# ---- sem_err_logger ----
Fig. 1: sem_err_logger, metal layers overlaid
Two of the layers only.
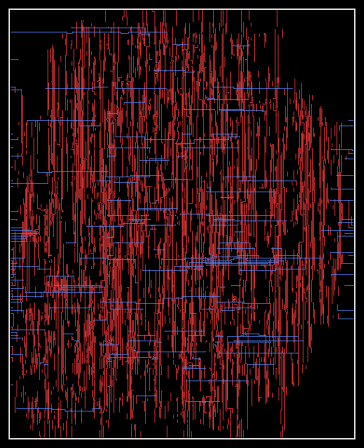

[src/rtl/sem_pkg.sv]
`default_nettype none
// +------------------------------------------------------------------+
// | sem_pkg : shared constants and helpers for the SEM error logger   |
// | Rev 1.0 : initial release                                         |
// +------------------------------------------------------------------+
package sem_pkg;

  localparam int FAR_W_DFLT     = 24;
  localparam int ENT_MULTI      = FAR_W_DFLT;
  localparam int ENT_UNCORR     = FAR_W_DFLT + 1;
  localparam int HIST_MODE_DROP = 0;
  localparam int HIST_MODE_OVWR = 1;

  function automatic int clog2(input int value);
    int r;
    r = 0;
    for (int i = 0; i < 31; i++) begin
      if ((1 << i) < value) r = i + 1;
    end
    return r;
  endfunction

endpackage
`default_nettype wire

[src/rtl/sem_hist_fifo.sv]
`default_nettype none
// +------------------------------------------------------------------+
// | sem_hist_fifo : show-ahead circular history buffer with drop or   |
// |                 overwrite-oldest full policy and sticky overflow  |
// | Rev 1.0 : initial release                                         |
// +------------------------------------------------------------------+
module sem_hist_fifo
  import sem_pkg::*;
#(
  parameter int DEPTH = 16,
  parameter int WIDTH = 26,
  parameter int MODE  = HIST_MODE_DROP,
  localparam int PTR_W = clog2(DEPTH),
  localparam int CNT_W = PTR_W + 1
) (
  input  logic             CLK40,
  input  logic             RST,
  input  logic             clr,
  input  logic             push,
  input  logic             pop,
  input  logic [WIDTH-1:0] wdata,
  output logic [WIDTH-1:0] rdata,
  output logic             valid,
  output logic [CNT_W-1:0] count,
  output logic             ovfl
);

  localparam logic [CNT_W-1:0] C_DEPTH = CNT_W'(DEPTH);
  localparam bit               C_OVWR  = (MODE == HIST_MODE_OVWR);

  logic [WIDTH-1:0] r_mem [DEPTH];
  logic [PTR_W-1:0] r_rd_ptr;
  logic [PTR_W-1:0] r_wr_ptr;
  logic [CNT_W-1:0] r_count;
  logic             r_ovfl;

  logic             w_pop_eff;
  logic [CNT_W-1:0] w_count_after_pop;
  logic             w_full_after_pop;
  logic             w_drop;
  logic             w_ovwr;
  logic             w_wr_en;

  // Pop is resolved first so a full buffer with pop+push simply rotates.
  assign w_pop_eff         = pop & (r_count != '0);
  assign w_count_after_pop = r_count - CNT_W'(w_pop_eff);
  assign w_full_after_pop  = (w_count_after_pop == C_DEPTH);
  assign w_drop            = push & w_full_after_pop & ~C_OVWR;
  assign w_ovwr            = push & w_full_after_pop & C_OVWR;
  assign w_wr_en           = push & ~clr & ~w_drop;

  always_ff @(posedge CLK40 or posedge RST) begin
    if (RST) begin
      r_rd_ptr <= '0;
      r_wr_ptr <= '0;
      r_count  <= '0;
      r_ovfl   <= 1'b0;
    end else if (clr) begin
      r_rd_ptr <= '0;
      r_wr_ptr <= '0;
      r_count  <= '0;
      r_ovfl   <= 1'b0;
    end else begin
      if (w_wr_en)              r_wr_ptr <= r_wr_ptr + PTR_W'(1);
      if (w_pop_eff || w_ovwr)  r_rd_ptr <= r_rd_ptr + PTR_W'(1);
      if (w_wr_en && !w_full_after_pop)
        r_count <= w_count_after_pop + CNT_W'(1);
      else
        r_count <= w_count_after_pop;
      if (push && w_full_after_pop) r_ovfl <= 1'b1;
    end
  end

  always_ff @(posedge CLK40) begin
    if (w_wr_en) r_mem[r_wr_ptr] <= wdata;
  end

  assign valid = (r_count != '0);
  assign rdata = valid ? r_mem[r_rd_ptr] : '0;
  assign count = r_count;
  assign ovfl  = r_ovfl;

endmodule
`default_nettype wire

[src/rtl/sem_err_logger.sv]
`default_nettype none
// +------------------------------------------------------------------+
// | sem_err_logger : SEM error counters, sticky multi-bit flag, last  |
// |                  multi-bit FAR and FAR event history             |
// | Rev 1.0 : initial release                                         |
// +------------------------------------------------------------------+
module sem_err_logger
  import sem_pkg::*;
#(
  parameter int CNT_W      = 8,
  parameter int SAT_CNT    = 1,
  parameter int HIST_DEPTH = 16,
  parameter int HIST_MODE  = HIST_MODE_DROP,
  parameter int FAR_W      = FAR_W_DFLT
) (
  input  logic                         CLK40,
  input  logic                         RST,
  input  logic                         FECC_ECCERR,
  input  logic                         FECC_ECCERRSINGLE,
  input  logic                         FECC_CRCERR,
  input  logic [FAR_W-1:0]             FECC_FAR,
  input  logic                         STATUS_CORRECTION,
  input  logic                         STATUS_UNCORRECTABLE,
  input  logic                         JTAG_RST_SEM_CNTRS,
  input  logic                         JTAG_DED_RST,
  input  logic                         HIST_POP,
  output logic [CNT_W-1:0]             SNGL_CNT,
  output logic [CNT_W-1:0]             MULTI_CNT,
  output logic [CNT_W-1:0]             CRC_CNT,
  output logic                         DBL_ERR_DET,
  output logic [FAR_W-1:0]             LAST_FAR,
  output logic [FAR_W+1:0]             HIST_DATA,
  output logic                         HIST_VALID,
  output logic [clog2(HIST_DEPTH):0]   HIST_COUNT,
  output logic                         HIST_OVFL
);

  logic                   r_ecc;
  logic                   r_crc;
  logic                   r_dbl;
  logic [FAR_W-1:0]       r_last_far;

  logic                   w_le_ecc;
  logic                   w_le_crc;
  logic                   w_sngl_ev;
  logic                   w_multi_ev;
  logic [2:0]             w_ev;
  logic [2:0][CNT_W-1:0]  w_cnt;

  assign w_le_ecc   = FECC_ECCERR & ~r_ecc;
  assign w_le_crc   = FECC_CRCERR & ~r_crc;
  assign w_sngl_ev  = w_le_ecc & FECC_ECCERRSINGLE & STATUS_CORRECTION;
  assign w_multi_ev = w_le_ecc & ~FECC_ECCERRSINGLE;
  assign w_ev       = {w_le_crc, w_multi_ev, w_sngl_ev};

  always_ff @(posedge CLK40 or posedge RST) begin
    if (RST) begin
      r_ecc      <= 1'b0;
      r_crc      <= 1'b0;
      r_dbl      <= 1'b0;
      r_last_far <= '0;
    end else begin
      r_ecc <= FECC_ECCERR;
      r_crc <= FECC_CRCERR;
      // A new multi-bit error outranks a same-cycle clear request.
      if (w_multi_ev)        r_dbl <= 1'b1;
      else if (JTAG_DED_RST) r_dbl <= 1'b0;
      if (w_multi_ev)        r_last_far <= FECC_FAR;
    end
  end

  for (genvar gi = 0; gi < 3; gi++) begin : g_cnt
    logic [CNT_W-1:0] r_cnt;

    always_ff @(posedge CLK40 or posedge RST) begin
      if (RST) begin
        r_cnt <= '0;
      end else if (JTAG_RST_SEM_CNTRS) begin
        r_cnt <= '0;
      end else if (w_ev[gi]) begin
        if (SAT_CNT == 0 || r_cnt != '1) r_cnt <= r_cnt + CNT_W'(1);
      end
    end

    assign w_cnt[gi] = r_cnt;
  end

  sem_hist_fifo #(
    .DEPTH (HIST_DEPTH),
    .WIDTH (FAR_W + 2),
    .MODE  (HIST_MODE)
  ) u_hist (
    .CLK40 (CLK40),
    .RST   (RST),
    .clr   (JTAG_RST_SEM_CNTRS),
    .push  (w_sngl_ev | w_multi_ev),
    .pop   (HIST_POP),
    .wdata ({STATUS_UNCORRECTABLE, w_multi_ev, FECC_FAR}),
    .rdata (HIST_DATA),
    .valid (HIST_VALID),
    .count (HIST_COUNT),
    .ovfl  (HIST_OVFL)
  );

  assign SNGL_CNT    = w_cnt[0];
  assign MULTI_CNT   = w_cnt[1];
  assign CRC_CNT     = w_cnt[2];
  assign DBL_ERR_DET = r_dbl;
  assign LAST_FAR    = r_last_far;

endmodule
`default_nettype wire
[config.mk]
export PLATFORM = sky130hd
export DESIGN_NAME = sem_err_logger
export DESIGN_NICKNAME = d
export VERILOG_FILES = /design/src/rtl/sem_pkg.sv /design/src/rtl/sem_hist_fifo.sv /design/src/rtl/sem_err_logger.sv
export SDC_FILE = /design/constraint.sdc
export NUM_CORES = 1
export LEC_CHECK = 0
export ABC_CLOCK_PERIOD_IN_PS = 14000
export CAP_MARGIN = 20
export CORE_ASPECT_RATIO = 1.25
export CORE_MARGIN = 2
export CORE_UTILIZATION = 55
export CTS_BUF_LIST = sky130_fd_sc_hd__clkbuf_8
export CTS_CLUSTER_SIZE = 16
export DETAILED_ROUTE_END_ITERATION = 6
export GPL_TIMING_DRIVEN = 0
export PLACE_DENSITY = 0.74
export SYNTH_ARGS = -nofsm -noshare
export SYNTH_HDL_FRONTEND = slang
export SYNTH_SLANG_ARGS = --single-unit
[constraint.sdc]
create_clock -name CLK40 -period 14 [get_ports CLK40]
set_input_delay 2.8 -clock CLK40 [delete_from_list [all_inputs] [get_ports CLK40]]
set_output_delay 2.8 -clock CLK40 [all_outputs]
set_load 0.02 [all_outputs]
# ---- ifetch_queue ----
[src/rtl/ifetch_queue.sv]
// Fetch stage: drives the PC into the I-cache, decodes 16/32-bit length, and buffers ops in a 2-entry queue.
// Optional performance counters are enabled by defining IFETCH_PERFCNT_EN.
module ifetch_queue #(
    parameter logic [31:0] RESET_PC = 32'h0000_0000
) (
    input  logic        clock,
    input  logic        reset,
    output logic [31:0] icPc,
    input  logic [47:0] icVal,
    input  logic        icOK,
    input  logic        brTaken,
    input  logic [31:0] brPc,
    input  logic        idStall,
    output logic        idValid,
    output logic [31:0] idOp,
    output logic [31:0] idPc,
    output logic        idLen
`ifdef IFETCH_PERFCNT_EN
    ,
    output logic [31:0] perfMissCyc,
    output logic [31:0] perfFlushCnt
`endif
);

    localparam logic [31:0] RESET_PC_ALIGNED = {RESET_PC[31:1], 1'b0};

    logic [31:0] pc;
    logic [1:0]  count;
    logic [31:0] tail_op;
    logic [31:0] tail_pc;
    logic        tail_len;

    logic [15:0] hw0;
    logic [15:0] hw1;
    logic        is32;
    logic [31:0] new_op;
    logic [31:0] pc_next;
    logic        pop;
    logic        push;
    logic        unused_hi;

    assign hw0       = icVal[15:0];
    assign hw1       = icVal[31:16];
    assign unused_hi = ^icVal[47:32];

    // A 32-bit op is marked by the 4'h8 major nibble with both bits [11:10] set.
    assign is32    = (hw0[15:12] == 4'h8) && (hw0[11:10] == 2'b11);
    assign new_op  = is32 ? {hw0, hw1} : {16'h0000, hw0};
    assign pc_next = pc + (is32 ? 32'd4 : 32'd2);

    // Decode handshake: the head transfers on a cycle where idValid is high and idStall is low;
    // the cache side transfers when icOK is high and the queue has (or is making) room.
    assign pop  = idValid & ~idStall;
    assign push = icOK & ~brTaken & ((count < 2'd2) | pop);

    assign icPc    = pc;
    assign idValid = (count != 2'd0);

    always_ff @(posedge clock) begin
        if (reset) begin
            pc       <= RESET_PC_ALIGNED;
            count    <= 2'd0;
            idOp     <= 32'h0;
            idPc     <= 32'h0;
            idLen    <= 1'b0;
            tail_op  <= 32'h0;
            tail_pc  <= 32'h0;
            tail_len <= 1'b0;
        end else if (brTaken) begin
            count <= 2'd0;
            pc    <= {brPc[31:1], 1'b0};
        end else begin
            if (push) begin
                pc <= pc_next;
            end
            case (count)
                2'd0: begin
                    if (push) begin
                        idOp  <= new_op;
                        idPc  <= pc;
                        idLen <= is32;
                        count <= 2'd1;
                    end
                end
                2'd1: begin
                    if (push && pop) begin
                        idOp  <= new_op;
                        idPc  <= pc;
                        idLen <= is32;
                    end else if (push) begin
                        tail_op  <= new_op;
                        tail_pc  <= pc;
                        tail_len <= is32;
                        count    <= 2'd2;
                    end else if (pop) begin
                        count <= 2'd0;
                    end
                end
                default: begin
                    // Full: a push can only ride along with a pop, shifting tail into head.
                    if (pop) begin
                        idOp  <= tail_op;
                        idPc  <= tail_pc;
                        idLen <= tail_len;
                        if (push) begin
                            tail_op  <= new_op;
                            tail_pc  <= pc;
                            tail_len <= is32;
                        end else begin
                            count <= 2'd1;
                        end
                    end
                end
            endcase
        end
    end

`ifdef IFETCH_PERFCNT_EN
    always_ff @(posedge clock) begin
        if (reset) begin
            perfMissCyc  <= 32'h0;
            perfFlushCnt <= 32'h0;
        end else begin
            if (!icOK && (count < 2'd2) && (perfMissCyc != 32'hFFFF_FFFF)) begin
                perfMissCyc <= perfMissCyc + 32'd1;
            end
            if (brTaken && (perfFlushCnt != 32'hFFFF_FFFF)) begin
                perfFlushCnt <= perfFlushCnt + 32'd1;
            end
        end
    end
`endif

endmodule

[config.mk]
export PLATFORM = sky130hd
export DESIGN_NAME = ifetch_queue
export DESIGN_NICKNAME = d
export VERILOG_FILES = /design/src/rtl/ifetch_queue.sv
export SDC_FILE = /design/constraint.sdc
export NUM_CORES = 1
export LEC_CHECK = 0
export ABC_AREA = 1
export CORE_MARGIN = 10
export CORE_UTILIZATION = 24
export CTS_CLUSTER_SIZE = 24
export DETAILED_ROUTE_END_ITERATION = 7
export SLEW_MARGIN = 15
export SYNTH_ARGS = -nofsm -noshare
export SYNTH_HDL_FRONTEND = slang
export SYNTH_SLANG_ARGS = --single-unit
export TNS_END_PERCENT = 30
[constraint.sdc]
create_clock -name clock -period 2.7 [get_ports clock]
set_input_delay 0.54 -clock clock [delete_from_list [all_inputs] [get_ports clock]]
set_output_delay 0.54 -clock clock [all_outputs]
set_load 0.005 [all_outputs]
# ---- am_demod_env ----
$ cat src/rtl/am_demod_env.sv
// am_demod_env: full-wave rectifying AM envelope detector with box-car
// decimation, DC-removed audio output and hysteretic carrier detect.
module am_demod_env #(
  parameter int unsigned W  = 16,
  parameter int unsigned L  = 4,
  parameter int unsigned K  = 4,
  parameter int unsigned VT = 1000,
  parameter int unsigned VH = 200
) (
  input  logic         clk,
  input  logic         reset,
  input  logic         in_valid,
  output logic         in_ready,
  input  logic [W-1:0] in_data,
  output logic         out_valid,
  input  logic         out_ready,
  output logic [W-1:0] env,
  output logic [W-1:0] audio,
  output logic         carrier
);

  localparam int unsigned AW      = W + L;
  localparam int unsigned THR_ON  = VT + VH;
  localparam int unsigned THR_OFF = VT - VH;

  typedef enum logic {
    NOC = 1'b0,
    CAR = 1'b1
  } car_state_e;

  logic [AW-1:0]  acc_q, acc_d;
  logic [L-1:0]   cnt_q, cnt_d;
  logic [W-1:0]   dc_q, dc_d;
  logic [W-1:0]   env_q, env_d;
  logic [W-1:0]   audio_q, audio_d;
  logic           out_valid_q, out_valid_d;
  car_state_e     state_q, state_d;

  logic           accept;
  logic           blk_done;
  logic [W-1:0]   mag;
  logic [AW-1:0]  sum;
  logic [W-1:0]   avg;
  logic signed [W:0] diff;
  logic signed [W:0] dc_step;
  logic [W-1:0]   diff_sat;

  // Rectify, accumulate, and on the last sample of a block update the results
  always_comb begin
    in_ready    = !out_valid_q || out_ready;
    accept      = in_valid && in_ready;
    // Magnitude of the most negative sample is 2^(W-1), which fits unsigned W bits
    mag         = in_data[W-1] ? W'(~in_data + W'(1)) : in_data;
    sum         = acc_q + AW'(mag);
    blk_done    = accept && (&cnt_q);
    avg         = W'(sum >> L);
    diff        = $signed({1'b0, avg}) - $signed({1'b0, dc_q});
    dc_step     = diff >>> K;
    // diff only leaves the W-bit signed range when its top two bits disagree
    if (diff[W] != diff[W-1]) begin
      diff_sat = diff[W] ? {1'b1, {(W-1){1'b0}}} : {1'b0, {(W-1){1'b1}}};
    end else begin
      diff_sat = diff[W-1:0];
    end

    acc_d       = acc_q;
    cnt_d       = cnt_q;
    dc_d        = dc_q;
    env_d       = env_q;
    audio_d     = audio_q;
    out_valid_d = out_valid_q && !out_ready;

    if (accept) begin
      if (blk_done) begin
        acc_d       = '0;
        cnt_d       = '0;
        env_d       = avg;
        audio_d     = diff_sat;
        dc_d        = W'($signed({1'b0, dc_q}) + dc_step);
        out_valid_d = 1'b1;
      end else begin
        acc_d = sum;
        cnt_d = cnt_q + L'(1);
      end
    end
  end

  // Carrier-detect next state, evaluated only when a block completes
  always_comb begin
    state_d = state_q;
    case (state_q)
      NOC: if (blk_done && (32'(avg) > THR_ON))  state_d = CAR;
      CAR: if (blk_done && (32'(avg) < THR_OFF)) state_d = NOC;
      default: state_d = NOC;
    endcase
  end

  // Carrier-detect state register
  always_ff @(posedge clk or posedge reset) begin
    if (reset) begin
      state_q <= NOC;
    end else begin
      state_q <= state_d;
    end
  end

  // Datapath and result registers
  always_ff @(posedge clk or posedge reset) begin
    if (reset) begin
      acc_q       <= '0;
      cnt_q       <= '0;
      dc_q        <= '0;
      env_q       <= '0;
      audio_q     <= '0;
      out_valid_q <= 1'b0;
    end else begin
      acc_q       <= acc_d;
      cnt_q       <= cnt_d;
      dc_q        <= dc_d;
      env_q       <= env_d;
      audio_q     <= audio_d;
      out_valid_q <= out_valid_d;
    end
  end

  assign out_valid = out_valid_q;
  assign env       = env_q;
  assign audio     = audio_q;
  assign carrier   = (state_q == CAR);

endmodule

$ cat config.mk
export PLATFORM = sky130hd
export DESIGN_NAME = am_demod_env
export DESIGN_NICKNAME = d
export VERILOG_FILES = /design/src/rtl/am_demod_env.sv
export SDC_FILE = /design/constraint.sdc
export NUM_CORES = 1
export LEC_CHECK = 0
export CELL_PAD_IN_SITES_DETAIL_PLACEMENT = 2
export CELL_PAD_IN_SITES_GLOBAL_PLACEMENT = 2
export CORE_ASPECT_RATIO = 0.75
export CORE_MARGIN = 4
export CORE_UTILIZATION = 39
export CTS_CLUSTER_DIAMETER = 100
export DETAILED_ROUTE_END_ITERATION = 7
export GPL_TIMING_DRIVEN = 0
export PLACE_DENSITY = 0.95
export REMOVE_ABC_BUFFERS = 1
export SLEW_MARGIN = 10
export SYNTH_ARGS = -nofsm -noshare
export SYNTH_HDL_FRONTEND = slang
export SYNTH_SLANG_ARGS = --single-unit
$ cat constraint.sdc
create_clock -name clk -period 11.06 [get_ports clk]
set_input_delay 3.318 -clock clk [delete_from_list [all_inputs] [get_ports clk]]
set_output_delay 3.318 -clock clk [all_outputs]
set_load 0.01 [all_outputs]
Fig. 2: ifetch_queue, where the registers sit
Bar = 50 µm.
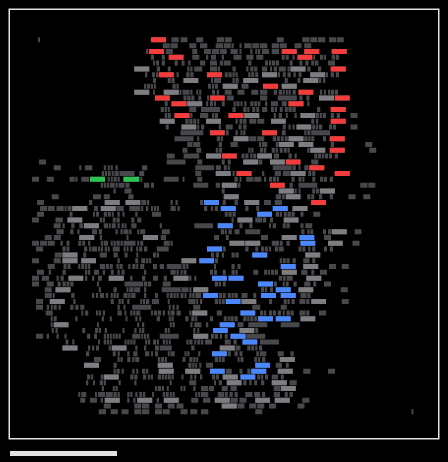
[blue] `tail_pc` | flops: 31
[red] `idOp` | flops: 32
[green] `count` | flops: 2

==> results_slide.txt, ifetch_queue <==
Synthesis and Place & Route Summary

Detailed routing
  – Met2 wire len: 12600 µm
  – Uppermost layer routed: met4
  – WL per Instance: 16.5 µm
  – DR DRC count: 0
  – Iteration-0 DRC Markers: 656
  – Met1 wire length: 13500 µm
  – Post-DRT Antenna Nets: 0

Critical path
  – Levels on crit path: 15
  – CP Max Fanout: 6
  – Worst r2r src: count[1]
  – Setup crit start kind: input pin

Final timing
  – Part of the cycle the worst path needs: 79.9%
  – Rel. slew slack: 57.6%

Outcome
  – Status: finished clean

Synth
  – Seq share, synth: 41.3%
  – Yosys stat area: 0.00780 mm²
  – XOR/XNOR Area Share: 0%
  – # Cells Yosys: 1114
  – Count of library flops with an enable pin: 0

Layout
  – Combinational share of cell area: 36.7%
  – Sequential cell area share: 30.7%

Floorplan
  – Tapcell Cnt: 435

Global routing
  – GR met2 Demand/Resource: 20.3%
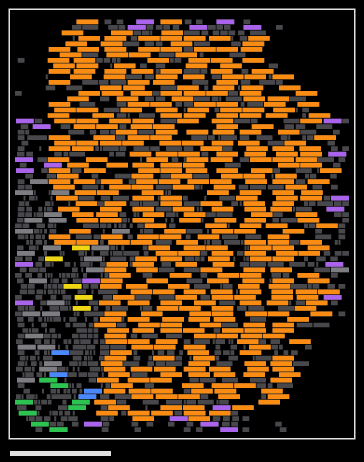
Fig. 3. Where the registers sit (sem_err_logger).
Bar = 50 µm.
[blue] `u_hist.r_wr_ptr` | flops: 4 | where: lower left
[yellow] `u_hist.count` | flops: 5
[purple] `LAST_FAR` | flops: 24 | where: widely spread
[orange] `u_hist.r_mem` | flops: 416
[green] `MULTI_CNT` | flops: 8 | where: lower left

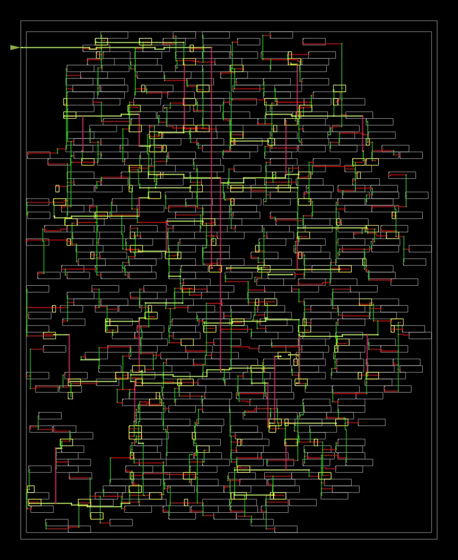
Fig. 4. Clock nets (sem_err_logger).
Layout clock buffers: 80
seq_cells: 481
CTS Buf Count: 73
Late-Pin Clk Latency: 0.59 ns

About Fig. 1:
[blue] M3 | wire length: 2490 µm
[red] M2 | wire length: 20.5 mm

==> results_slide.txt, sem_err_logger <==
Synthesis and Place & Route Summary

Outcome
  – Status: finished clean

Final timing
  – Rel. slew slack: 26.3%
  – Final Worst Setup Slack: 7.62 ns
  – Peak Freq: 157 MHz
  – Clk_skew: 0.0136 ns
  – Total Neg Setup Slack: 0 ns
  – Slew @ Worst Pin: 1.10 ns

Global routing
  – GRT Total Usage: 23.2%
  – M3 GR Usage: 4.44%
  – Gr busiest metal: met2
  – Number of global-route vias before repair: 10.3k

Flow run
  – Max cap viols: 0
  – Tool warnings: 30

Detailed routing
  – Iteration-0 DRC Markers: 813
  – DRT Pass-1 Iters: 5
  – Via Count: 9773
  – Post-DRT Antenna Nets: 0
  – Routed WL: 40000 µm

Floorplan
  – # rows: 75
  – Die Width: 170 µm
  – Tapcell Cnt: 423
  – Pre-Place Util: 56.1%
  – Die Area: 0.0358 mm²

CTS
  – Post-CTS Setup Repair Bufs: 0
  – Worst-path clk slew: 0.06 ns
  – CTS H-Tree Depth: 3

Layout
  – Most common logic cells in the final layout: edfxtp_1 (416), clkdlybuf4s50_1 (115), mux4_2 (104), clkbuf_8 (80), dfrtp_1 (65)
  – FF+latch area: 0.0141 mm²
  – Most frequent logic cell in the layout: edfxtp_1
  – Diodes inserted: 0

Placement
  – I/O Buffers: 115
  – Worst slack at placement: 7.10 ns

Critical path
  – WP buf/inv: 4
  – Critical path origin: u_hist.r_rd_ptr[1]
  – R2R Setup Slk: 9.82 ns

Synth
  – Fa+ha+maj area frac: 0.795%

Min path
  – Hold depth: 1
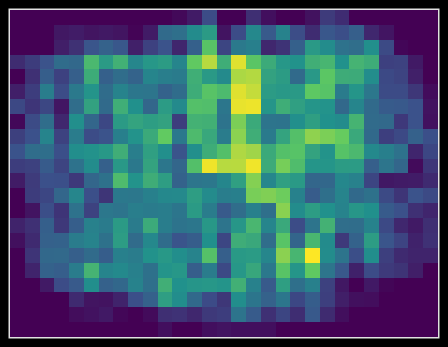
Fig. 5. Routed metal per tile (am_demod_env).
The die is cut into 29 by 22 equal tiles; dark purple is low, yellow is high, scaled to the fullest tile. Values are wire area over tile area, all layers added.
nearly empty tiles: 14%
fullest tile: 0.61
tiles over half the peak: 25%
mean over tiles: 0.20
densest ninth of the die: center

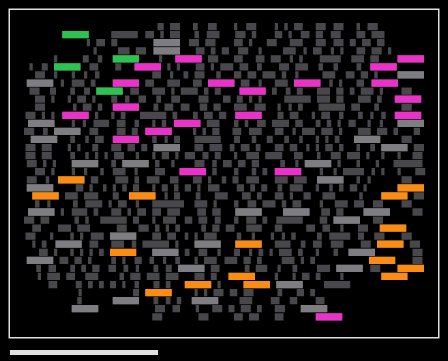
Fig. 6. Where the registers sit (am_demod_env).
Bar = 50 µm.
[green] `cnt_q` | flops: 4 | where: upper left
[orange] `audio` | flops: 16
[magenta] `acc_q` | flops: 20
not colored: 34

==> results_slide.txt, am_demod_env <==
Synthesis and Place & Route Summary

Critical path
  – Critical path origin: in_data[3]
  – Setup crit start kind: input pin
  – Cell family with most CP delay: AND-OR/OR-AND gates

Layout
  – Non-Filler Instances: 844
  – Most frequent logic cell in the layout: nand2_1
  – Share of cells above drive strength 1: 6.58%
  – Seq_cells: 74
  – MI comb area: 0.00339 mm²

Global routing
  – GR met2 Demand/Resource: 48.6%
  – Met1 usage: 32.6%
  – GRT Total Usage: 26.8%

Final timing
  – Rel. slew slack: 15.8%

Synth
  – Synth top cell by count: nand2_1
  – Count of library flops with an enable pin: 0
  – Top_reg_cell synth: dfrtp_1
  – Seq share, synth: 34.0%
  – Synth unique cells: 68

Placement
  – Post-DP HPWL: 14300 µm
  – Placed instance area: 0.00621 mm²
  – Final GP Congestion: 0.857

Outcome
  – Status: finished clean

CTS
  – Hold_buf cts: 0

Detailed routing
  – DRT Pass-1 Iters: 4
  – Met1 wire length: 8600 µm

Min path
  – Worst hold endpoint: env[7]

Floorplan
  – # rows: 37


## Gallery

Local utilization.
(a)
Bar = 50 µm. The die is cut into 17 by 21 equal tiles; dark purple is low, yellow is high, 0 to 100% covered.
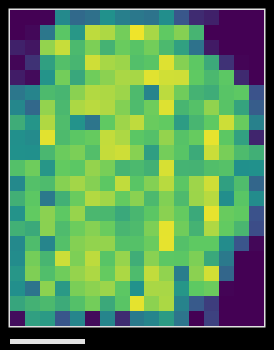
(b)
Bar = 50 µm. The die is cut into 14 by 11 equal tiles; dark purple is low, yellow is high, 0 to 100% covered.
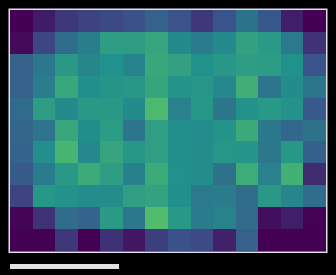
(c)
Bar = 50 µm. The die is cut into 20 by 20 equal tiles; dark purple is low, yellow is high, 0 to 100% covered.
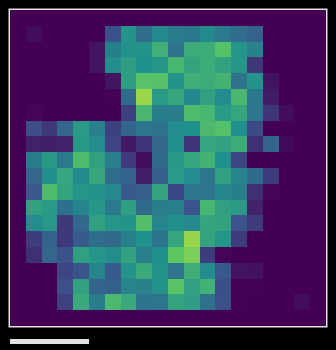
(c): ifetch_queue
(b): am_demod_env
(a): sem_err_logger
Of these, smallest die: (b)

Key to (b):
fullest tile: 69%
nearly empty tiles: 6.5%
mean over tiles: 40%

